=== ex_stage ===
`src/rtl/ex_pkg.sv`:
```
// Shared definitions for the execute stage: opcodes, FSM encoding, widths.
package ex_pkg;

  localparam int DATA_W_DEF = 6;
  localparam int ADR_W_DEF  = 6;

  localparam logic [1:0] ALU_ADD  = 2'b00;
  localparam logic [1:0] ALU_SUB  = 2'b01;
  localparam logic [1:0] ALU_MUL  = 2'b10;
  localparam logic [1:0] ALU_NAND = 2'b11;

  localparam logic [1:0] ST_IDLE = 2'd0;
  localparam logic [1:0] ST_MUL  = 2'd1;
  localparam logic [1:0] ST_HALT = 2'd2;

endpackage

```
`src/rtl/mul_seq.sv`:
```
// Sequential shift-add multiplier, one partial-product step per clock.
module mul_seq
  import ex_pkg::*;
#(
  parameter int DATA_W = DATA_W_DEF,
  parameter int STEPS  = DATA_W
) (
  input  logic                  clk,
  input  logic                  rst_n,
  input  logic                  start,
  input  logic [DATA_W-1:0]     a,
  input  logic [DATA_W-1:0]     b,
  output logic                  done,
  output logic [2*DATA_W-1:0]   product
);

  localparam int CNT_W = $clog2(STEPS + 1);

  logic                busy;
  logic [CNT_W-1:0]    cnt;
  logic [2*DATA_W-1:0] mcand;
  logic [2*DATA_W-1:0] acc;
  logic [2*DATA_W-1:0] acc_nx;
  logic [DATA_W-1:0]   mplier;

  assign acc_nx  = mplier[0] ? acc + mcand : acc;
  assign done    = busy && (cnt == CNT_W'(STEPS - 1));
  // product includes the step taken on the done edge
  assign product = acc_nx;

  always_ff @(posedge clk or negedge rst_n) begin
    if (!rst_n) begin
      busy   <= 1'b0;
      cnt    <= '0;
      mcand  <= '0;
      acc    <= '0;
      mplier <= '0;
    end else if (start) begin
      busy   <= 1'b1;
      cnt    <= '0;
      mcand  <= {{DATA_W{1'b0}}, a};
      acc    <= '0;
      mplier <= b;
    end else if (busy) begin
      acc    <= acc_nx;
      mcand  <= mcand << 1;
      mplier <= mplier >> 1;
      cnt    <= cnt + 1'b1;
      if (done)
        busy <= 1'b0;
    end
  end

endmodule

```
`src/rtl/ex_stage.sv`:
```
// Execute stage: single-cycle ADD/SUB/NAND, multi-cycle MUL with
// upstream freeze, and a sticky HALT state.
module ex_stage
  import ex_pkg::*;
#(
  parameter int DATA_W    = DATA_W_DEF,
  parameter int ADR_W     = ADR_W_DEF,
  parameter int MUL_STEPS = DATA_W
) (
  input  logic              clk,
  input  logic              rst_n,
  input  logic              valid_in,
  input  logic              halted_in,
  input  logic [ADR_W-1:0]  write_adr_in,
  input  logic [1:0]        alu_inst_in,
  input  logic [DATA_W-1:0] data_in_1,
  input  logic [DATA_W-1:0] data_in_2,
  output logic              freeze,
  output logic              wb_en,
  output logic [ADR_W-1:0]  wb_adr,
  output logic [DATA_W-1:0] wb_data,
  output logic              flag_z,
  output logic              flag_c,
  output logic              halted_out
);

  logic [1:0]          state;
  logic [ADR_W-1:0]    mul_adr;
  logic [DATA_W:0]     alu_full;
  logic                mul_done;
  logic [2*DATA_W-1:0] product;
  logic                idle_v;
  logic                go_halt;
  logic                go_mul;
  logic                go_alu;
  logic                mul_fin;

  assign idle_v  = (state == ST_IDLE) && valid_in;
  assign go_halt = idle_v && halted_in;
  assign go_mul  = idle_v && !halted_in
                   && (alu_inst_in == ALU_MUL);
  assign go_alu  = idle_v && !halted_in
                   && (alu_inst_in != ALU_MUL);
  assign mul_fin = (state == ST_MUL) && mul_done;

  // top bit is carry for ADD, borrow for SUB, zero for NAND
  always_comb begin
    alu_full = '0;
    unique case (alu_inst_in)
      ALU_ADD:  alu_full = {1'b0, data_in_1} + {1'b0, data_in_2};
      ALU_SUB:  alu_full = {1'b0, data_in_1} - {1'b0, data_in_2};
      ALU_NAND: alu_full = {1'b0, ~(data_in_1 & data_in_2)};
      default:  alu_full = '0;
    endcase
  end

  mul_seq #(
    .DATA_W (DATA_W),
    .STEPS  (MUL_STEPS)
  ) u_mul (
    .clk     (clk),
    .rst_n   (rst_n),
    .start   (go_mul),
    .a       (data_in_1),
    .b       (data_in_2),
    .done    (mul_done),
    .product (product)
  );

  always_ff @(posedge clk or negedge rst_n) begin
    if (!rst_n) begin
      state      <= ST_IDLE;
      mul_adr    <= '0;
      freeze     <= 1'b0;
      wb_en      <= 1'b0;
      wb_adr     <= '0;
      wb_data    <= '0;
      flag_z     <= 1'b0;
      flag_c     <= 1'b0;
      halted_out <= 1'b0;
    end else begin
      wb_en <= 1'b0;
      unique case (1'b1)
        go_halt: begin
          state      <= ST_HALT;
          freeze     <= 1'b1;
          halted_out <= 1'b1;
        end
        go_mul: begin
          state   <= ST_MUL;
          freeze  <= 1'b1;
          mul_adr <= write_adr_in;
        end
        go_alu: begin
          wb_en   <= 1'b1;
          wb_adr  <= write_adr_in;
          wb_data <= alu_full[DATA_W-1:0];
          flag_c  <= alu_full[DATA_W];
          flag_z  <= (alu_full[DATA_W-1:0] == '0);
        end
        mul_fin: begin
          state   <= ST_IDLE;
          freeze  <= 1'b0;
          wb_en   <= 1'b1;
          wb_adr  <= mul_adr;
          wb_data <= product[DATA_W-1:0];
          flag_c  <= (product[2*DATA_W-1:DATA_W] != '0);
          flag_z  <= (product[DATA_W-1:0] == '0);
        end
        default: ;
      endcase
    end
  end

endmodule
```
`config.mk`:
```
export PLATFORM = sky130hd
export DESIGN_NAME = ex_stage
export DESIGN_NICKNAME = d
export VERILOG_FILES = /design/src/rtl/ex_pkg.sv /design/src/rtl/mul_seq.sv /design/src/rtl/ex_stage.sv
export SDC_FILE = /design/constraint.sdc
export NUM_CORES = 1
export LEC_CHECK = 0
export ABC_AREA = 1
export CAP_MARGIN = 10
export CORE_MARGIN = 3
export CORE_UTILIZATION = 59
export CTS_BUF_LIST = sky130_fd_sc_hd__clkbuf_4
export DETAILED_ROUTE_END_ITERATION = 8
export PLACE_DENSITY = 0.87
export SYNTH_ARGS = -nofsm -noshare
export SYNTH_HDL_FRONTEND = slang
export SYNTH_HIERARCHICAL = 1
export SYNTH_SLANG_ARGS = --single-unit
export TNS_END_PERCENT = 30
```
`constraint.sdc`:
```
create_clock -name clk -period 2.8 [get_ports clk]
set_clock_uncertainty 0.15 [all_clocks]
set_input_delay 0.28 -clock clk [delete_from_list [all_inputs] [get_ports clk]]
set_output_delay 0.28 -clock clk [all_outputs]
set_load 0.01 [all_outputs]
```
=== imem_loader ===
==> config.mk <==
export PLATFORM = sky130hd
export DESIGN_NAME = imem_loader
export DESIGN_NICKNAME = d
export VERILOG_FILES = /design/src/rtl/imem_loader.sv
export SDC_FILE = /design/constraint.sdc
export NUM_CORES = 1
export LEC_CHECK = 0
export CAP_MARGIN = 20
export CORE_ASPECT_RATIO = 2
export CORE_MARGIN = 5
export CORE_UTILIZATION = 55
export CTS_CLUSTER_DIAMETER = 200
export DETAILED_ROUTE_END_ITERATION = 10
export GPL_TIMING_DRIVEN = 0
export HOLD_SLACK_MARGIN = 0.15
export PLACE_DENSITY = 0.8
export REMOVE_ABC_BUFFERS = 1
export SYNTH_ARGS = -nofsm -noshare
export SYNTH_HDL_FRONTEND = slang
export SYNTH_SLANG_ARGS = --single-unit
==> constraint.sdc <==
create_clock -name clk -period 5.9 [get_ports clk]
set_clock_uncertainty 0.1 [all_clocks]
set_input_delay 1.18 -clock clk [delete_from_list [all_inputs] [get_ports clk]]
set_output_delay 1.18 -clock clk [all_outputs]
set_load 0.02 [all_outputs]
==> src/rtl/imem_loader.sv <==
// Loads a length-prefixed little-endian byte stream into instruction memory as
// consecutive 32-bit words, holding the core in reset until the image is committed.
module imem_loader #(
    parameter int ADDR_W    = 16,
    parameter int BASE_ADDR = 0,
    parameter int MAX_WORDS = 64
) (
    input  logic              clk,
    input  logic              rst,
    input  logic              start,
    input  logic [7:0]        in_data,
    input  logic              in_valid,
    output logic              in_ready,
    output logic              mem_we,
    output logic [ADDR_W-1:0] mem_addr,
    output logic [31:0]       mem_wdata,
    output logic              core_hold,
    output logic              busy,
    output logic              done,
    output logic              error,
    output logic [15:0]       word_count
);

    if ((BASE_ADDR % 4) != 0 || (BASE_ADDR + 4 * MAX_WORDS) > (1 << ADDR_W)) begin : gParamCheck
        $error("imem_loader: BASE_ADDR must be 4-aligned and the image must fit in ADDR_W");
    end

    typedef enum logic [2:0] {
        IDLE,
        LEN_LO,
        LEN_HI,
        DATA,
        FLUSH,
        DONE,
        ERR
    } loaderState_e;

    loaderState_e      state_q, state_d;
    logic [7:0]        lenLo_q, lenLo_d;
    logic [15:0]       len_q, len_d;
    logic [1:0]        byteIdx_q, byteIdx_d;
    logic [15:0]       wordIdx_q, wordIdx_d;
    logic [23:0]       word_q, word_d;
    logic              inReady_q, inReady_d;
    logic              memWe_q, memWe_d;
    logic [ADDR_W-1:0] memAddr_q, memAddr_d;
    logic [31:0]       memWdata_q, memWdata_d;
    logic              coreHold_q, coreHold_d;
    logic              busy_q, busy_d;
    logic              done_q, done_d;
    logic              error_q, error_d;
    logic [15:0]       wordCount_q, wordCount_d;
    logic              handshake;
    logic [15:0]       lenIn;

    assign handshake = in_valid && inReady_q;
    assign lenIn     = {in_data, lenLo_q};

    always_ff @(posedge clk or posedge rst) begin
        if (rst) begin
            state_q     <= IDLE;
            lenLo_q     <= '0;
            len_q       <= '0;
            byteIdx_q   <= '0;
            wordIdx_q   <= '0;
            word_q      <= '0;
            inReady_q   <= 1'b0;
            memWe_q     <= 1'b0;
            memAddr_q   <= '0;
            memWdata_q  <= '0;
            coreHold_q  <= 1'b1;
            busy_q      <= 1'b0;
            done_q      <= 1'b0;
            error_q     <= 1'b0;
            wordCount_q <= '0;
        end else begin
            state_q     <= state_d;
            lenLo_q     <= lenLo_d;
            len_q       <= len_d;
            byteIdx_q   <= byteIdx_d;
            wordIdx_q   <= wordIdx_d;
            word_q      <= word_d;
            inReady_q   <= inReady_d;
            memWe_q     <= memWe_d;
            memAddr_q   <= memAddr_d;
            memWdata_q  <= memWdata_d;
            coreHold_q  <= coreHold_d;
            busy_q      <= busy_d;
            done_q      <= done_d;
            error_q     <= error_d;
            wordCount_q <= wordCount_d;
        end
    end

    // The write of a completed word is registered here, so it appears one cycle after its 4th byte.
    always_comb begin
        state_d     = state_q;
        lenLo_d     = lenLo_q;
        len_d       = len_q;
        byteIdx_d   = byteIdx_q;
        wordIdx_d   = wordIdx_q;
        word_d      = word_q;
        memWe_d     = 1'b0;
        memAddr_d   = memAddr_q;
        memWdata_d  = memWdata_q;
        wordCount_d = wordCount_q;

        case (state_q)
            IDLE, DONE, ERR: begin
                if (start) begin
                    state_d     = LEN_LO;
                    wordCount_d = '0;
                end
            end
            LEN_LO: begin
                if (handshake) begin
                    lenLo_d = in_data;
                    state_d = LEN_HI;
                end
            end
            LEN_HI: begin
                if (handshake) begin
                    len_d     = lenIn;
                    byteIdx_d = '0;
                    wordIdx_d = '0;
                    if (lenIn == 16'd0) begin
                        state_d = DONE;
                    end else if (lenIn > 16'(MAX_WORDS)) begin
                        state_d = ERR;
                    end else begin
                        state_d = DATA;
                    end
                end
            end
            DATA: begin
                if (handshake) begin
                    byteIdx_d = byteIdx_q + 2'd1;
                    case (byteIdx_q)
                        2'd0: word_d[7:0]   = in_data;
                        2'd1: word_d[15:8]  = in_data;
                        2'd2: word_d[23:16] = in_data;
                        default: begin
                            memWe_d     = 1'b1;
                            memAddr_d   = ADDR_W'(BASE_ADDR) + ADDR_W'({wordIdx_q, 2'b00});
                            memWdata_d  = {in_data, word_q};
                            wordCount_d = wordCount_q + 16'd1;
                            wordIdx_d   = wordIdx_q + 16'd1;
                            if (wordIdx_q == len_q - 16'd1) begin
                                state_d = FLUSH;
                            end
                        end
                    endcase
                end
            end
            FLUSH: begin
                state_d = DONE;
            end
            default: begin
                state_d = IDLE;
            end
        endcase

        inReady_d  = (state_d == LEN_LO) || (state_d == LEN_HI) || (state_d == DATA);
        busy_d     = inReady_d || (state_d == FLUSH);
        done_d     = (state_d == DONE);
        error_d    = (state_d == ERR);
        coreHold_d = (state_d != DONE);
    end

    assign in_ready   = inReady_q;
    assign mem_we     = memWe_q;
    assign mem_addr   = memAddr_q;
    assign mem_wdata  = memWdata_q;
    assign core_hold  = coreHold_q;
    assign busy       = busy_q;
    assign done       = done_q;
    assign error      = error_q;
    assign word_count = wordCount_q;

endmodule
imem_loader, track usage over the die:
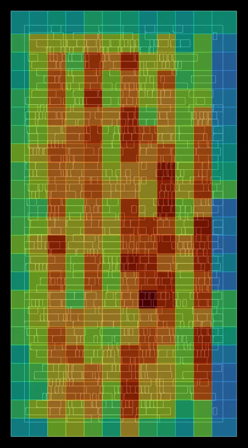
mean routed wirelength per cell: 17.8 um
M1 GR Usage: 24.6%
GRT Util Overall: 23.2%
M3 GR Usage: 3.70%

==> results_slide.txt, imem_loader <==
Implementation Results

Clock tree
  – # clock sinks: 137
  – CTS root buf: clkbuf_16
  – CTS Buf Count: 17
  – Clk buf depth: 2
  – Hold buffer count at cts: 0
  – Clk latency late pin: 0.41 ns

Yosys
  – Top-count cell post-synth: nand2_1
  – Synth Instances: about 620
  – Adder Area Share: under 10%
  – Syn Area/Cell: 10.1 um2
  – Main logic family: simple AND/OR/NAND/NOR gates
  – Largest cells by area after synthesis: dfrtp_1 55%, nand2_1 10%, mux2_2 8.3%
  – Simple Share, Synth: 20.5%
  – Post-synth EDFFs: 0
  – Mux area share: 8.49%
  – Compound Share, Synth: between 5 and 6%
  – Seq share, synth: 55.1%

Finish
  – Clock-cell share: 8.25%

Power and ir drop
  – PwrDens: 453 nW/um2

Flow run
  – Total tool warning count: 28

Detailed routing
  – Top layer in use: met4
  – Routed Antenna Nets: 0
  – DRC errors left: 0
  – Vias per Instance: 5.58
  – Routed vias: 4717

Timing
  – Final hold viol count: 0
  – Fin. max-slew vios: 0

GRT
  – First-pass GRT wire length: 25100 um
  – Congestion Overflow GR: 0
  – Most Used Layer, Global Route: met2
  – GR Layer Usage met2: 43.7%
  – Initial antenna violation count: 0
  – Vias in the first global route: 5030

Outcome
  – Status: finished clean

Floorplan
  – I/O pin cnt: 82
  – # rows: 55
  – DIE WIDTH: 85.2 um
  – Die H: 160 um
  – Tap Count: 142

Min path
  – Worst Hold Depth: 2

Place
  – Inst Count DP: about 810
  – Final HPWL DP: 10600 um
  – Placed instance area: 7150 um2

Setup path
  – Worst setup path start: in_valid
  – Worst Path Required: between 6 and 7 ns
  – RR Startpoint: state_q[2]
  – Critical path class: input port to flip-flop
-- imem_loader: stage by stage --
stage / total power, uW / setup TNS (ns) / hold slack, ns
6_report: 3530 / 0 / 0.365
5_1_grt: 3720 / 0 / 0.389
4_1_cts: 3560 / 0 / 0.363
3_5_place_dp: 2390 / 0 / 0.351
3_3_place_gp: 2340 / -87.88 / 0.345
2_1_floorplan: 2030 / 0 / 0.333
-- imem_loader: worst max-delay path, cell delays in order --
cell and delay [ns]:
clkdlybuf4s50_1 0.50, nand4b_1 0.35, nor2_2 0.37, nand2_2 0.22, buf_12 0.24, inv_2 0.63
a21oi_1 0.24, or2_2 0.42, nor4_1 0.36, xnor2_1 0.16, nor2_1 0.07
-- imem_loader: where the power goes --
group	switching (uW)	total (uW)	internal, uW
registers	229	1410	1180
clock network	400	1140	737
logic	519	984	465
total	1150	3530	2380
-- imem_loader: sequential cells by signal (all words and copies together) (netlist names) --
register    cells
mem_wdata      32
word_q         24
len_q          16
wordIdx_q      16
word_count     16
mem_addr       14
lenLo_q         8
state_q         3
byteIdx_q       2
busy            1
core_hold       1
done            1
error           1
in_ready        1
mem_we          1
ex_stage, signal wires on met2:
The bar under the picture is 20 um long. Cells faint in the background.
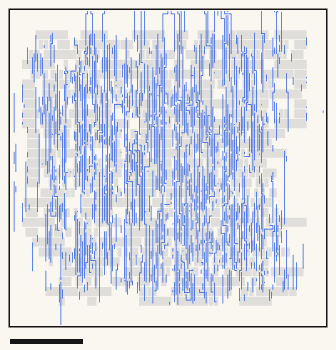
The longest straight run is 49.3 um. The wires run mostly vertical. The layer holds 49% of the routed length. The layer carries 4750 um of wire.
WL final: 9750 um
GR Layer Usage met2: 44.7%
routed vias: 3750

ex_stage, metal 3:
The bar under the picture is 20 um long. Cells faint in the background.
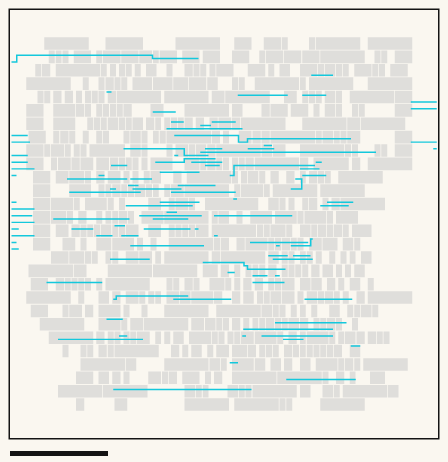
78 nets have wire on it. The layer carries 724 um of wire. The wires run mostly horizontal. The longest straight run is 35.4 um. The layer holds 7.4% of the routed length.

==> results_slide.txt, ex_stage <==
Implementation Results

Outcome
  – Status: finished clean

Clock tree
  – Post-CTS Repair Setup Buffers: 0
  – CTS root buf: clkbuf_4
  – Hold buffer count at cts: 1

Yosys
  – Yosys top cell area share: 38.1%
  – Main logic family: simple AND/OR/NAND/NOR gates
  – Top FF cell, synth: dfrtp_1
  – Synth Instances: 524

Place
  – Final HPWL DP: between 7000 and 8000 um
  – Placed instance area: 4390 um2

Setup path
  – Slowest stage delay, CP: 0.42 ns

Finish
  – Flop count: 59
  – Final Util: 73.8%
  – Most numerous logic cells after layout: 150 x nand2_1, 68 x inv_1, 59 x dfrtp_1, 42 x nor2_1, 40 x nand3_1

Detailed routing
  – DRC errors left: 0
  – Met2 WL: ~4700 um
  – Met1 wire length: 4060 um

GRT
  – First-pass GRT wire length: 16200 um
  – GRT Util Overall: between 20% and 30%

Timing
  – Setup TNS: 0 ns

Power and ir drop
  – PwrDens: 363 nW/um2

Min path
  – Hold-critical path endpoint: wb_adr[5]
ex_stage: worst register-to-register path, stage by stage, from the launching register on:
cell and delay, ns:
dfrtp_1 0.42, ha_1 0.25, fa_1 0.41, nand2_1 0.09, nand3_1 0.10, nand3_1 0.11, nand2_1 0.08, nand2_1 0.06
nand3_1 0.07, and2_1 0.17, nor4_1 0.30, nand2_1 0.10, nand2_1 0.08, nand2_1 0.05, inv_1 0.05, nand2_1 0.04
ex_stage: report_power, final:
| group | switching, uW | internal (uW) | total (uW) |
|---|---|---|---|
| sequential | 0 | 851 | 851 |
| clock | 329 | 260 | 589 |
| combinational | 118 | 85.8 | 204 |
| total | 447 | 1200 | 1640 |
ex_stage: sequential cells by signal (all words and copies together), names as in the netlist:
register      count
flag_c            1
flag_z            1
freeze            1
halted_out        1
mul_adr           6
state             2
u_mul/acc        12
u_mul/busy        1
u_mul/cnt         3
u_mul/mcand      12
u_mul/mplier      6
wb_adr            6
wb_data           6
wb_en             1

=== multiport_register_file_flat ===
<file path="config.mk">
export PLATFORM = sky130hd
export DESIGN_NAME = multiport_register_file_flat
export DESIGN_NICKNAME = d
export VERILOG_FILES = /design/src/rtl/regfile_pkg.sv /design/src/rtl/multiport_register_file_if.sv /design/src/rtl/regfile_scoreboard.sv /design/src/rtl/multiport_register_file.sv /design/src/flat_wrapper.sv
export SDC_FILE = /design/constraint.sdc
export NUM_CORES = 2
export LEC_CHECK = 0
export CAP_MARGIN = 10
export CORE_UTILIZATION = 52
export CTS_BUF_LIST = sky130_fd_sc_hd__clkbuf_4 sky130_fd_sc_hd__clkbuf_8
export DETAILED_ROUTE_END_ITERATION = 8
export PLACE_DENSITY = 0.76
export SLEW_MARGIN = 25
export SYNTH_ARGS = -nofsm -noshare
export SYNTH_HDL_FRONTEND = slang
export SYNTH_HIERARCHICAL = 1
export SYNTH_SLANG_ARGS = --single-unit
</file>
<file path="constraint.sdc">
create_clock -name clk -period 4 [get_ports clk]
set_input_delay 0.6 -clock clk [delete_from_list [all_inputs] [get_ports clk]]
set_output_delay 0.6 -clock clk [all_outputs]
set_load 0.03 [all_outputs]
</file>
<file path="src/rtl/regfile_pkg.sv">
// Shared constants and helpers for the multiport register file.
//   DEF_DATA_W / DEF_DEPTH / DEF_NUM_READ : default geometry
//   slice_lo()                            : low bit of port i in a packed port vector
package regfile_pkg;

  localparam int unsigned DEF_DATA_W   = 32;
  localparam int unsigned DEF_DEPTH    = 32;
  localparam int unsigned DEF_NUM_READ = 2;

  // Packed multi-port buses place port i at [i*width +: width].
  function automatic int unsigned slice_lo(input int unsigned port, input int unsigned width);
    return port * width;
  endfunction

endpackage

</file>
<file path="src/rtl/multiport_register_file_if.sv">
// Bus between decode/issue + writeback stages and the register file.
//   master : pipeline side (drives addresses, write data, reserve)
//   slave  : register file side (drives read data, busy flags, conflict, busy_count)
interface multiport_register_file_if #(
  parameter int unsigned DATA_W   = 32,
  parameter int unsigned DEPTH    = 32,
  parameter int unsigned NUM_READ = 2
);
  localparam int unsigned ADDR_W = $clog2(DEPTH);

  logic [NUM_READ*ADDR_W-1:0] read_address;
  logic [NUM_READ*DATA_W-1:0] read_data;
  logic [NUM_READ-1:0]        read_busy;
  logic [ADDR_W-1:0]          write_address;
  logic [DATA_W-1:0]          write_data;
  logic                       write_enable;
  logic [ADDR_W-1:0]          reserve_address;
  logic                       reserve_enable;
  logic                       reserve_conflict;
  logic [ADDR_W:0]            busy_count;

  modport master (
    output read_address, write_address, write_data, write_enable,
           reserve_address, reserve_enable,
    input  read_data, read_busy, reserve_conflict, busy_count
  );

  modport slave (
    input  read_address, write_address, write_data, write_enable,
           reserve_address, reserve_enable,
    output read_data, read_busy, reserve_conflict, busy_count
  );

endinterface

</file>
<file path="src/rtl/regfile_scoreboard.sv">
// Per-register busy scoreboard with occupancy counter and WAW conflict detect.
//   reserve_enable/reserve_address : mark destination busy (issue)
//   release_enable/release_address : clear busy (writeback)
//   busy                           : registered busy vector
//   busy_count                     : registered number of busy registers
//   reserve_conflict               : reserve hits a busy register not released this cycle
module regfile_scoreboard #(
  parameter int unsigned DEPTH    = 32,
  parameter int unsigned ZERO_REG = 1,
  localparam int unsigned ADDR_W  = $clog2(DEPTH),
  localparam int unsigned CNT_W   = ADDR_W + 1
) (
  input  logic              clk,
  input  logic              rst_n,
  input  logic              reserve_enable,
  input  logic [ADDR_W-1:0] reserve_address,
  input  logic              release_enable,
  input  logic [ADDR_W-1:0] release_address,
  output logic [DEPTH-1:0]  busy,
  output logic [CNT_W-1:0]  busy_count,
  output logic              reserve_conflict
);

  logic             set_ok;
  logic             inc;
  logic             dec;
  logic [DEPTH-1:0] busy_next;
  logic [CNT_W-1:0] count_next;

  // Next busy vector and count; reserve is applied after release so it wins.
  always_comb begin
    set_ok     = reserve_enable && !((ZERO_REG != 0) && (reserve_address == '0));
    inc        = set_ok && !busy[reserve_address];
    dec        = release_enable && busy[release_address] &&
                 !(set_ok && (reserve_address == release_address));
    busy_next  = busy;
    if (release_enable) busy_next[release_address] = 1'b0;
    if (set_ok)         busy_next[reserve_address] = 1'b1;
    count_next = busy_count + CNT_W'(inc) - CNT_W'(dec);
    reserve_conflict = reserve_enable && busy[reserve_address] &&
                       !(release_enable && (release_address == reserve_address));
  end

  always_ff @(posedge clk or negedge rst_n) begin
    if (!rst_n) begin
      busy       <= '0;
      busy_count <= '0;
    end else begin
      busy       <= busy_next;
      busy_count <= count_next;
    end
  end

endmodule

</file>
<file path="src/rtl/multiport_register_file.sv">
// Register file: one synchronous write port, NUM_READ combinational read ports,
// optional hardwired-zero r0, optional write-to-read bypass, busy scoreboard.
//   clk, rst_n : clock, asynchronous active-low reset
//   bus        : slave side of multiport_register_file_if
module multiport_register_file
  import regfile_pkg::*;
#(
  parameter int unsigned DATA_W   = DEF_DATA_W,
  parameter int unsigned DEPTH    = DEF_DEPTH,
  parameter int unsigned NUM_READ = DEF_NUM_READ,
  parameter int unsigned ZERO_REG = 1,
  parameter int unsigned BYPASS   = 1
) (
  input  logic                        clk,
  input  logic                        rst_n,
  multiport_register_file_if.slave    bus
);

  localparam int unsigned ADDR_W = $clog2(DEPTH);

  logic [DATA_W-1:0] regs [DEPTH];
  logic [DEPTH-1:0]  busy;
  logic              write_ok;

  // Writes to r0 are dropped when it is hardwired to zero.
  assign write_ok = bus.write_enable &&
                    !((ZERO_REG != 0) && (bus.write_address == '0));

  always_ff @(posedge clk or negedge rst_n) begin
    if (!rst_n) begin
      for (int unsigned r = 0; r < DEPTH; r++) regs[r] <= '0;
    end else if (write_ok) begin
      regs[bus.write_address] <= bus.write_data;
    end
  end

  regfile_scoreboard #(
    .DEPTH    (DEPTH),
    .ZERO_REG (ZERO_REG)
  ) u_scoreboard (
    .clk              (clk),
    .rst_n            (rst_n),
    .reserve_enable   (bus.reserve_enable),
    .reserve_address  (bus.reserve_address),
    .release_enable   (bus.write_enable),
    .release_address  (bus.write_address),
    .busy             (busy),
    .busy_count       (bus.busy_count),
    .reserve_conflict (bus.reserve_conflict)
  );

  // Per-port read mux: zero register, then forwarded write, then storage.
  for (genvar gi = 0; gi < NUM_READ; gi++) begin : g_read
    localparam int unsigned A_LO = slice_lo(gi, ADDR_W);
    localparam int unsigned D_LO = slice_lo(gi, DATA_W);

    logic [ADDR_W-1:0] ra;
    logic [DATA_W-1:0] rd;
    logic              rb;
    logic              hit_zero;
    logic              hit_wr;

    assign ra = bus.read_address[A_LO +: ADDR_W];

    always_comb begin
      hit_zero = (ZERO_REG != 0) && (ra == '0);
      hit_wr   = (BYPASS != 0) && bus.write_enable && (bus.write_address == ra);
      rd       = regs[ra];
      rb       = busy[ra];
      if (hit_zero) begin
        rd = '0;
        rb = 1'b0;
      end else if (hit_wr) begin
        // Forwarded data is valid now, so the register no longer looks busy.
        rd = bus.write_data;
        rb = 1'b0;
      end
    end

    assign bus.read_data[D_LO +: DATA_W] = rd;
    assign bus.read_busy[gi]             = rb;
  end

endmodule
</file>
<file path="src/flat_wrapper.sv">
// flat-port wrapper written by rule: the top's interface ports become plain ports
module multiport_register_file_flat import regfile_pkg::*;
#(
  parameter int unsigned DATA_W   = DEF_DATA_W,
  parameter int unsigned DEPTH    = DEF_DEPTH,
  parameter int unsigned NUM_READ = DEF_NUM_READ,
  parameter int unsigned ZERO_REG = 1,
  parameter int unsigned BYPASS   = 1
)
  (clk, rst_n, bus_read_address, bus_write_address, bus_write_data, bus_write_enable, bus_reserve_address, bus_reserve_enable, bus_read_data, bus_read_busy, bus_reserve_conflict, bus_busy_count);
  multiport_register_file_if #(.DATA_W(DATA_W), .DEPTH(DEPTH), .NUM_READ(NUM_READ)) bus_i ();
  input  logic clk;
  input  logic rst_n;
  input wire logic [$bits(bus_i.read_address)-1:0] bus_read_address;
  input wire logic [$bits(bus_i.write_address)-1:0] bus_write_address;
  input wire logic [$bits(bus_i.write_data)-1:0] bus_write_data;
  input wire logic [$bits(bus_i.write_enable)-1:0] bus_write_enable;
  input wire logic [$bits(bus_i.reserve_address)-1:0] bus_reserve_address;
  input wire logic [$bits(bus_i.reserve_enable)-1:0] bus_reserve_enable;
  output wire logic [$bits(bus_i.read_data)-1:0] bus_read_data;
  output wire logic [$bits(bus_i.read_busy)-1:0] bus_read_busy;
  output wire logic [$bits(bus_i.reserve_conflict)-1:0] bus_reserve_conflict;
  output wire logic [$bits(bus_i.busy_count)-1:0] bus_busy_count;
  assign bus_i.read_address = bus_read_address;
  assign bus_i.write_address = bus_write_address;
  assign bus_i.write_data = bus_write_data;
  assign bus_i.write_enable = bus_write_enable;
  assign bus_i.reserve_address = bus_reserve_address;
  assign bus_i.reserve_enable = bus_reserve_enable;
  assign bus_read_data = bus_i.read_data;
  assign bus_read_busy = bus_i.read_busy;
  assign bus_reserve_conflict = bus_i.reserve_conflict;
  assign bus_busy_count = bus_i.busy_count;
  multiport_register_file #(.DATA_W(DATA_W), .DEPTH(DEPTH), .NUM_READ(NUM_READ), .ZERO_REG(ZERO_REG), .BYPASS(BYPASS)) u_core (.clk(clk), .rst_n(rst_n), .bus(bus_i));
endmodule
</file>
=== fft_io_sched_flat ===
File: src/rtl/fft_io_sched_if.sv
// Stream and core-pin bundle for fft_io_sched; master is the sequencer side,
// slave is the system/core side.
interface fft_io_sched_if #(
    parameter int ADDR_W = 9
);
    logic              iS_VALID;
    logic [15:0]       iS_DATA;
    logic              oS_READY;
    logic [15:0]       oDATA;
    logic [ADDR_W-1:0] oADDR_WR_0, oADDR_WR_1, oADDR_WR_2, oADDR_WR_3;
    logic              oWE_0, oWE_1, oWE_2, oWE_3;
    logic [ADDR_W-1:0] oADDR_RD_0, oADDR_RD_1, oADDR_RD_2, oADDR_RD_3;
    logic [16:0]       iRE_0, iRE_1, iRE_2, iRE_3;
    logic              oFFT_START;
    logic              iFFT_RDY;
    logic              oM_VALID;
    logic [16:0]       oM_DATA;
    logic              oM_LAST;
    logic              iM_READY;
    logic              oBUSY;
    logic              oERR;

    modport master (
        input  iS_VALID, iS_DATA, iRE_0, iRE_1, iRE_2, iRE_3, iFFT_RDY, iM_READY,
        output oS_READY, oDATA, oADDR_WR_0, oADDR_WR_1, oADDR_WR_2, oADDR_WR_3,
               oWE_0, oWE_1, oWE_2, oWE_3, oADDR_RD_0, oADDR_RD_1, oADDR_RD_2, oADDR_RD_3,
               oFFT_START, oM_VALID, oM_DATA, oM_LAST, oBUSY, oERR
    );

    modport slave (
        output iS_VALID, iS_DATA, iRE_0, iRE_1, iRE_2, iRE_3, iFFT_RDY, iM_READY,
        input  oS_READY, oDATA, oADDR_WR_0, oADDR_WR_1, oADDR_WR_2, oADDR_WR_3,
               oWE_0, oWE_1, oWE_2, oWE_3, oADDR_RD_0, oADDR_RD_1, oADDR_RD_2, oADDR_RD_3,
               oFFT_START, oM_VALID, oM_DATA, oM_LAST, oBUSY, oERR
    );
endinterface

File: src/rtl/fft_io_sched.sv
// Frame sequencer around the FFT core RAM_A port: load -> start -> run -> unload.
// Optional RUN watchdog (oERR) is built only when FFT_IO_TIMEOUT_EN is defined.
module fft_io_sched #(
    parameter int N_POINTS = 2048,
    parameter int ADDR_W   = 9,
    parameter int RD_LAT   = 2,
    parameter int TIMEOUT  = 65535
) (
    input logic            iCLK,
    input logic            iRESET,
    fft_io_sched_if.master io
);
    localparam int CW = ADDR_W + 2;
    localparam logic [CW-1:0] LAST_IDX = CW'(N_POINTS - 1);

    typedef enum logic [2:0] {IDLE, LOAD, START, RUN, UNLOAD} state_t;
    state_t state, state_nxt;

    logic [CW-1:0]     n_cnt, k_cnt;
    logic              load_done, rd_done;
    logic              s_ready, s_hs;
    logic [15:0]       data_q;
    logic [ADDR_W-1:0] addr_wr_q;
    logic [3:0]        we_q;
    logic              rdy_q, rdy_rise;
    logic              tmo_hit;

    logic [RD_LAT:1]      vld_pipe, last_pipe;
    logic [RD_LAT:1][1:0] bank_pipe;
    logic [2:0]           inflight;
    logic [3:0]           credit_use;
    logic                 issue;

    logic [16:0] re_bus    [4];
    logic [16:0] fifo_data [4];
    logic [3:0]  fifo_last;
    logic [1:0]  wr_ptr, rd_ptr;
    logic [2:0]  occ;
    logic        push, pop, head_last;

    assign s_ready  = (state == LOAD) && !load_done;
    assign s_hs     = s_ready && io.iS_VALID;
    assign rdy_rise = io.iFFT_RDY && !rdy_q;

    always_ff @(posedge iCLK or negedge iRESET) begin
        if (!iRESET) state <= IDLE;
        else         state <= state_nxt;
    end

    always_comb begin
        state_nxt = state;
        case (state)
            IDLE:    if (io.iS_VALID) state_nxt = LOAD;
            LOAD:    if (load_done) state_nxt = START;
            START:   state_nxt = RUN;
            RUN: begin
                if (rdy_rise)     state_nxt = UNLOAD;
                else if (tmo_hit) state_nxt = IDLE;
            end
            UNLOAD:  if (pop && head_last) state_nxt = IDLE;
            default: state_nxt = IDLE;
        endcase
    end

    always_comb begin
        io.oS_READY   = s_ready;
        io.oFFT_START = (state == START);
        io.oBUSY      = (state != IDLE);
        io.oADDR_RD_0 = '0;
        io.oADDR_RD_1 = '0;
        io.oADDR_RD_2 = '0;
        io.oADDR_RD_3 = '0;
        if (state == UNLOAD) begin
            io.oADDR_RD_0 = k_cnt[CW-1:2];
            io.oADDR_RD_1 = k_cnt[CW-1:2];
            io.oADDR_RD_2 = k_cnt[CW-1:2];
            io.oADDR_RD_3 = k_cnt[CW-1:2];
        end
    end

    // Registered write port; n saturates at the last index and load_done closes the intake.
    always_ff @(posedge iCLK or negedge iRESET) begin
        if (!iRESET) begin
            n_cnt     <= '0;
            load_done <= 1'b0;
            data_q    <= '0;
            addr_wr_q <= '0;
            we_q      <= '0;
        end else begin
            we_q      <= '0;
            addr_wr_q <= '0;
            if (state == IDLE) begin
                n_cnt     <= '0;
                load_done <= 1'b0;
            end else if (s_hs) begin
                data_q    <= io.iS_DATA;
                addr_wr_q <= n_cnt[CW-1:2];
                we_q      <= 4'b0001 << n_cnt[1:0];
                if (n_cnt == LAST_IDX) load_done <= 1'b1;
                else                   n_cnt     <= n_cnt + 1'b1;
            end
        end
    end

    assign io.oDATA      = data_q;
    assign io.oADDR_WR_0 = addr_wr_q;
    assign io.oADDR_WR_1 = addr_wr_q;
    assign io.oADDR_WR_2 = addr_wr_q;
    assign io.oADDR_WR_3 = addr_wr_q;
    assign io.oWE_0      = we_q[0];
    assign io.oWE_1      = we_q[1];
    assign io.oWE_2      = we_q[2];
    assign io.oWE_3      = we_q[3];

    always_ff @(posedge iCLK or negedge iRESET) begin
        if (!iRESET) rdy_q <= 1'b0;
        else         rdy_q <= io.iFFT_RDY;
    end

    always_comb begin
        inflight = '0;
        for (int i = 1; i <= RD_LAT; i++) inflight = inflight + {2'b00, vld_pipe[i]};
    end

    // Buffered + in-flight never exceeds FIFO depth, so backpressure cannot overflow it.
    assign credit_use = {1'b0, occ} + {1'b0, inflight};
    assign issue      = (state == UNLOAD) && !rd_done && (credit_use < 4'd4);

    always_ff @(posedge iCLK or negedge iRESET) begin
        if (!iRESET) begin
            vld_pipe  <= '0;
            last_pipe <= '0;
            bank_pipe <= '0;
            k_cnt     <= '0;
            rd_done   <= 1'b0;
        end else begin
            vld_pipe[1]  <= issue;
            last_pipe[1] <= issue && (k_cnt == LAST_IDX);
            bank_pipe[1] <= k_cnt[1:0];
            for (int i = 2; i <= RD_LAT; i++) begin
                vld_pipe[i]  <= vld_pipe[i-1];
                last_pipe[i] <= last_pipe[i-1];
                bank_pipe[i] <= bank_pipe[i-1];
            end
            if (state == IDLE) begin
                k_cnt   <= '0;
                rd_done <= 1'b0;
            end else if (issue) begin
                if (k_cnt == LAST_IDX) rd_done <= 1'b1;
                else                   k_cnt   <= k_cnt + 1'b1;
            end
        end
    end

    assign re_bus[0] = io.iRE_0;
    assign re_bus[1] = io.iRE_1;
    assign re_bus[2] = io.iRE_2;
    assign re_bus[3] = io.iRE_3;

    assign push      = vld_pipe[RD_LAT];
    assign pop       = (occ != 3'd0) && io.iM_READY;
    assign head_last = fifo_last[rd_ptr];

    always_ff @(posedge iCLK or negedge iRESET) begin
        if (!iRESET) begin
            for (int i = 0; i < 4; i++) fifo_data[i] <= '0;
            fifo_last <= '0;
            wr_ptr    <= '0;
            rd_ptr    <= '0;
            occ       <= '0;
        end else begin
            if (push) begin
                fifo_data[wr_ptr] <= re_bus[bank_pipe[RD_LAT]];
                fifo_last[wr_ptr] <= last_pipe[RD_LAT];
                wr_ptr            <= wr_ptr + 1'b1;
            end
            if (pop) rd_ptr <= rd_ptr + 1'b1;
            case ({push, pop})
                2'b10:   occ <= occ + 1'b1;
                2'b01:   occ <= occ - 1'b1;
                default: ;
            endcase
        end
    end

    assign io.oM_VALID = (occ != 3'd0);
    assign io.oM_DATA  = io.oM_VALID ? fifo_data[rd_ptr] : '0;
    assign io.oM_LAST  = io.oM_VALID && head_last;

`ifdef FFT_IO_TIMEOUT_EN
    localparam int TW = $clog2(TIMEOUT + 1);
    logic [TW-1:0] tmo_cnt;
    logic          err_q;

    always_ff @(posedge iCLK or negedge iRESET) begin
        if (!iRESET)           tmo_cnt <= '0;
        else if (state == RUN) tmo_cnt <= tmo_cnt + 1'b1;
        else                   tmo_cnt <= '0;
    end

    // tmo_cnt counts RUN cycles already spent, so IDLE lands exactly TIMEOUT cycles after entry.
    assign tmo_hit = (state == RUN) && !rdy_rise && (tmo_cnt == TW'(TIMEOUT - 1));

    always_ff @(posedge iCLK or negedge iRESET) begin
        if (!iRESET)                                  err_q <= 1'b0;
        else if (tmo_hit)                             err_q <= 1'b1;
        else if (state == IDLE && state_nxt == LOAD)  err_q <= 1'b0;
    end

    assign io.oERR = err_q;
`else
    assign tmo_hit = 1'b0;
    assign io.oERR = 1'b0;
`endif

endmodule

File: src/flat_wrapper.sv
// flat-port wrapper written by rule: the top's interface ports become plain ports
module fft_io_sched_flat 
#(
    parameter int N_POINTS = 2048,
    parameter int ADDR_W   = 9,
    parameter int RD_LAT   = 2,
    parameter int TIMEOUT  = 65535
)
  (iCLK, iRESET, io_iS_VALID, io_iS_DATA, io_iRE_0, io_iRE_1, io_iRE_2, io_iRE_3, io_iFFT_RDY, io_iM_READY, io_oS_READY, io_oDATA, io_oADDR_WR_0, io_oADDR_WR_1, io_oADDR_WR_2, io_oADDR_WR_3, io_oWE_0, io_oWE_1, io_oWE_2, io_oWE_3, io_oADDR_RD_0, io_oADDR_RD_1, io_oADDR_RD_2, io_oADDR_RD_3, io_oFFT_START, io_oM_VALID, io_oM_DATA, io_oM_LAST, io_oBUSY, io_oERR);
  fft_io_sched_if #(.ADDR_W(ADDR_W)) io_i ();
  input logic iCLK;
  input logic iRESET;
  input wire logic [$bits(io_i.iS_VALID)-1:0] io_iS_VALID;
  input wire logic [$bits(io_i.iS_DATA)-1:0] io_iS_DATA;
  input wire logic [$bits(io_i.iRE_0)-1:0] io_iRE_0;
  input wire logic [$bits(io_i.iRE_1)-1:0] io_iRE_1;
  input wire logic [$bits(io_i.iRE_2)-1:0] io_iRE_2;
  input wire logic [$bits(io_i.iRE_3)-1:0] io_iRE_3;
  input wire logic [$bits(io_i.iFFT_RDY)-1:0] io_iFFT_RDY;
  input wire logic [$bits(io_i.iM_READY)-1:0] io_iM_READY;
  output wire logic [$bits(io_i.oS_READY)-1:0] io_oS_READY;
  output wire logic [$bits(io_i.oDATA)-1:0] io_oDATA;
  output wire logic [$bits(io_i.oADDR_WR_0)-1:0] io_oADDR_WR_0;
  output wire logic [$bits(io_i.oADDR_WR_1)-1:0] io_oADDR_WR_1;
  output wire logic [$bits(io_i.oADDR_WR_2)-1:0] io_oADDR_WR_2;
  output wire logic [$bits(io_i.oADDR_WR_3)-1:0] io_oADDR_WR_3;
  output wire logic [$bits(io_i.oWE_0)-1:0] io_oWE_0;
  output wire logic [$bits(io_i.oWE_1)-1:0] io_oWE_1;
  output wire logic [$bits(io_i.oWE_2)-1:0] io_oWE_2;
  output wire logic [$bits(io_i.oWE_3)-1:0] io_oWE_3;
  output wire logic [$bits(io_i.oADDR_RD_0)-1:0] io_oADDR_RD_0;
  output wire logic [$bits(io_i.oADDR_RD_1)-1:0] io_oADDR_RD_1;
  output wire logic [$bits(io_i.oADDR_RD_2)-1:0] io_oADDR_RD_2;
  output wire logic [$bits(io_i.oADDR_RD_3)-1:0] io_oADDR_RD_3;
  output wire logic [$bits(io_i.oFFT_START)-1:0] io_oFFT_START;
  output wire logic [$bits(io_i.oM_VALID)-1:0] io_oM_VALID;
  output wire logic [$bits(io_i.oM_DATA)-1:0] io_oM_DATA;
  output wire logic [$bits(io_i.oM_LAST)-1:0] io_oM_LAST;
  output wire logic [$bits(io_i.oBUSY)-1:0] io_oBUSY;
  output wire logic [$bits(io_i.oERR)-1:0] io_oERR;
  assign io_i.iS_VALID = io_iS_VALID;
  assign io_i.iS_DATA = io_iS_DATA;
  assign io_i.iRE_0 = io_iRE_0;
  assign io_i.iRE_1 = io_iRE_1;
  assign io_i.iRE_2 = io_iRE_2;
  assign io_i.iRE_3 = io_iRE_3;
  assign io_i.iFFT_RDY = io_iFFT_RDY;
  assign io_i.iM_READY = io_iM_READY;
  assign io_oS_READY = io_i.oS_READY;
  assign io_oDATA = io_i.oDATA;
  assign io_oADDR_WR_0 = io_i.oADDR_WR_0;
  assign io_oADDR_WR_1 = io_i.oADDR_WR_1;
  assign io_oADDR_WR_2 = io_i.oADDR_WR_2;
  assign io_oADDR_WR_3 = io_i.oADDR_WR_3;
  assign io_oWE_0 = io_i.oWE_0;
  assign io_oWE_1 = io_i.oWE_1;
  assign io_oWE_2 = io_i.oWE_2;
  assign io_oWE_3 = io_i.oWE_3;
  assign io_oADDR_RD_0 = io_i.oADDR_RD_0;
  assign io_oADDR_RD_1 = io_i.oADDR_RD_1;
  assign io_oADDR_RD_2 = io_i.oADDR_RD_2;
  assign io_oADDR_RD_3 = io_i.oADDR_RD_3;
  assign io_oFFT_START = io_i.oFFT_START;
  assign io_oM_VALID = io_i.oM_VALID;
  assign io_oM_DATA = io_i.oM_DATA;
  assign io_oM_LAST = io_i.oM_LAST;
  assign io_oBUSY = io_i.oBUSY;
  assign io_oERR = io_i.oERR;
  fft_io_sched #(.N_POINTS(N_POINTS), .ADDR_W(ADDR_W), .RD_LAT(RD_LAT), .TIMEOUT(TIMEOUT)) u_core (.iCLK(iCLK), .iRESET(iRESET), .io(io_i));
endmodule
File: config.mk
export PLATFORM = sky130hd
export DESIGN_NAME = fft_io_sched_flat
export DESIGN_NICKNAME = d
export VERILOG_FILES = /design/src/rtl/fft_io_sched_if.sv /design/src/rtl/fft_io_sched.sv /design/src/flat_wrapper.sv
export SDC_FILE = /design/constraint.sdc
export NUM_CORES = 1
export LEC_CHECK = 0
export CORE_ASPECT_RATIO = 1.25
export CORE_MARGIN = 2
export CORE_UTILIZATION = 45
export CTS_CLUSTER_SIZE = 20
export DETAILED_ROUTE_END_ITERATION = 16
export GPL_ROUTABILITY_DRIVEN = 0
export GPL_TIMING_DRIVEN = 0
export PLACE_DENSITY = 0.77
export SETUP_SLACK_MARGIN = 0.2
export SLEW_MARGIN = 20
export SYNTH_ARGS = -nofsm -noshare
export SYNTH_HDL_FRONTEND = slang
export SYNTH_SLANG_ARGS = --single-unit
File: constraint.sdc
create_clock -name iCLK -period 5.7 [get_ports iCLK]
set_input_delay 1.14 -clock iCLK [delete_from_list [all_inputs] [get_ports iCLK]]
set_output_delay 1.14 -clock iCLK [all_outputs]
set_load 0.005 [all_outputs]
multiport_register_file_flat, metal 3:
The bar under the picture is 100 um long. Cells faint in the background.
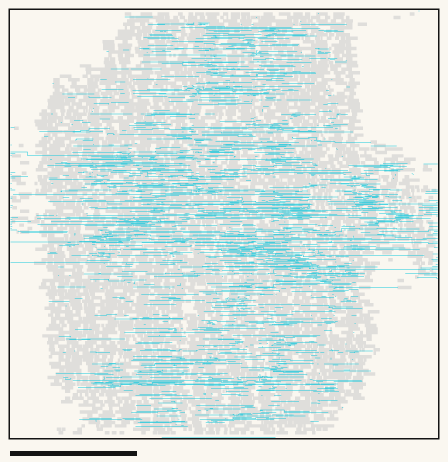
The longest straight run is 218 um. 718 nets have wire on it. The layer holds 13% of the routed length. The wires run mostly horizontal. The layer carries 23.8 mm of wire.
M3 GR Usage: 10.7%
WL final: 189000 um
routed vias: 40.9k

==> results_slide.txt, multiport_register_file_flat <==
Implementation Results

Timing
  – Fmax: 251 MHz
  – RSZ-0062 raised after global routing: no
  – Setup TNS: 0 ns
  – Fin. max-slew vios: 0
  – Layout Skew: 0.0145 ns

Floorplan
  – DIE WIDTH: ~340 um
  – Tap Count: roughly 1.5k

Yosys
  – Commonest cells post-synth: 1062 x dfrtp_1, 982 x mux2_2, 462 x mux4_2
  – Yosys top cell area share: 45.7%
  – Area leader, netlist: dfrtp_1
  – Seq share, synth: 45.7%
  – Cell Area, Synth: between 50000 and 60000 um2
  – Post-synth EDFFs: 0
  – Synth Instances: just over 4k

Detailed routing
  – Detailed Routing Iterations Pass 1: 6
  – Mean routed wirelength per cell: 32.4 um
  – DRC errors left: 0

Power and ir drop
  – Worst IR drop on VDD: between 0.3 and 0.4 mV

Finish
  – Layout cell share with drive strength beyond 1: 50.3%
  – Final instance area: 66500 um2
  – Logic share of the area: 44.2%
  – Most numerous logic cell after layout: dfrtp_1
  – Register with the most flip-flops: u_core/regs

Outcome
  – Status: finished clean

GRT
  – Initial antenna violation count: 8
  – Congestion Overflow GR: 0

Setup path
  – RR Startpoint: u_core/u_scoreboard/busy[24]
  – Worst Path Required: 3.40 ns
  – R2r setup slk: 0.93 ns
  – Max FO, Critical Path: 21

Flow run
  – Total tool warning count: 29
==> multiport_register_file_flat: power by group through the flow <==
stage               Clock, uW  Combinational [uW]  Sequential [uW]
finish                  10400                7840            14500
global route            11000                8280            14700
CTS                     10500                7780            14400
detailed placement          0                7740            14600
global placement            0                7550            14400
floorplan                   0                5430            14000
==> multiport_register_file_flat: cell families after synthesis <==
family	Yosys count	share of synthesized area [%]
muxes	1665	40.9
DFF	1062	45.7
adders and majority gates	7	0.164
xor gates and xnor gates	20	0.301
and+or+nand+nor	359	3.07
buffers and inverters	470	4.06
AOI/OAI and AO/OA	502	5.77
==> multiport_register_file_flat: timing repair <==
action / 4_1_cts / 5_1_grt
endpoints found under the hold margin: 48 / 0
resized: 0 / 3
endpoints found under the setup margin: 0 / 4
hold buffers: 1 / 0
==> multiport_register_file_flat: worst max-delay path, stage by stage <==
cell             delay, ns
clkdlybuf4s50_1       0.51
buf_12                0.14
buf_12                0.17
xor2_1                0.28
nor4_4                0.07
nor2_1                0.65
buf_4                 0.32
a22oi_1               0.15
o22ai_1               0.30
buf_12                0.17
fft_io_sched_flat, metal 3:
The bar under the picture is 20 um long. Cells faint in the background.
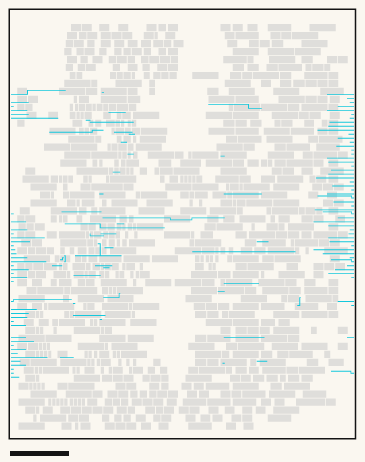
The longest straight run is 35.0 um. The wires run mostly horizontal. The layer holds 4.9% of the routed length. 113 nets have wire on it. The layer carries 837 um of wire.

==> results_slide.txt, fft_io_sched_flat <==
Implementation Results

Outcome
  – Status: finished clean

Finish
  – Final instance area: between 10000 and 15000 um2
  – Final Util: 64.8%
  – Clock buf count: 21
  – Top cell category: sequential cells
  – Filler instances: 1212
  – Antenna cells: 0

GRT
  – GRT Util Overall: 20.7%
  – M3 GR Usage: between 4 and 5%
  – Congestion Overflow GR: 0
  – Pin count of the biggest net entering global routing: 89

Timing
  – Fmax: 268 MHz
  – Period utilization: 65.5%

Clock tree
  – Clk buf depth: 2

Min path
  – Hold Crit Class: flip-flop to flip-flop

Floorplan
  – Tap Count: 212
  – # rows: 51
  – DIE WIDTH: 118 um
  – Full die area: 17200 um2

Power and ir drop
  – Clock network power: 1090 uW
  – Clock share of power: 33.6%

Detailed routing
  – Routed vias: 5371
==> fft_io_sched_flat: cell usage in the layout, fill, tap and decap left out, types with 2 or more instances in the layout <==
cell / count
or4_1: 8
nor2_1: 15
buf_1: 2
and2_1: 29
inv_1: 17
clkbuf_1: 13
o31ai_1: 7
nor3_1: 2
bufinv_16: 2
o311ai_0: 2
or3_1: 6
clkdlybuf4s50_1: 201
nand2b_1: 3
buf_4: 56
clkinv_2: 4
nand4_1: 5
and4_1: 4
and4_4: 2
nand3_1: 11
a211o_1: 2
nand2_1: 73
a21oi_1: 16
mux4_2: 35
nor4_1: 3
clkbuf_8: 3
xor2_1: 4
buf_2: 14
ha_1: 12
dfrtp_1: 144
mux2_2: 72
clkbuf_16: 17
mux2i_1: 4
o21ai_0: 10
nand3b_1: 2
clkinvlp_4: 3
xnor2_1: 2
and3_1: 7
==> fft_io_sched_flat: worst reg2reg max path, stage by stage, from the launching register on <==
cell and delay (ns):
dfrtp_1 0.31, buf_1 0.44, clkbuf_1 0.55, mux4_2 0.47, mux2_2 0.29


==> layout pictures side by side <==
Met4 routing.
(a)
The bar under the picture is 20 um long.
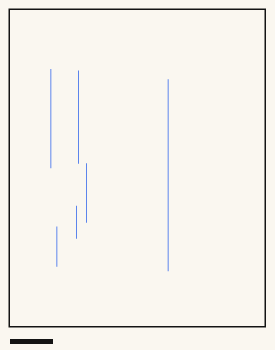
(b)
The bar under the picture is 20 um long.
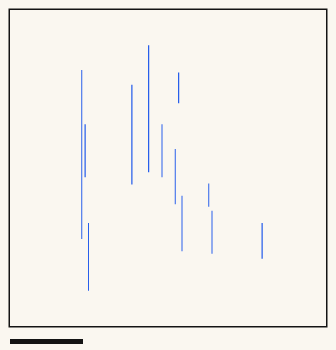
(c)
The bar under the picture is 100 um long.
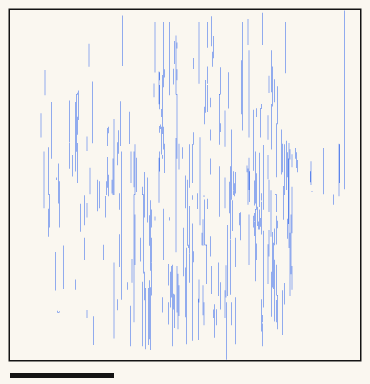
(d)
The bar under the picture is 20 um long.
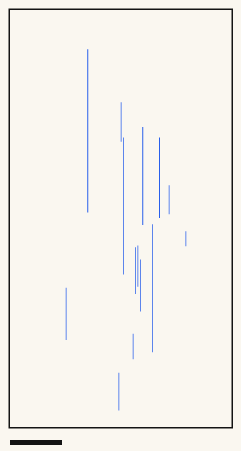
- ex_stage = (b)
- multiport_register_file_flat = (c)
- imem_loader = (d)
- fft_io_sched_flat = (a)

Key to (b):
The layer holds 2.3% of the routed length. The layer carries 220 um of wire. 10 nets have wire on it.

Power figures rest on the tool's default switching activity, not on a simulated workload.
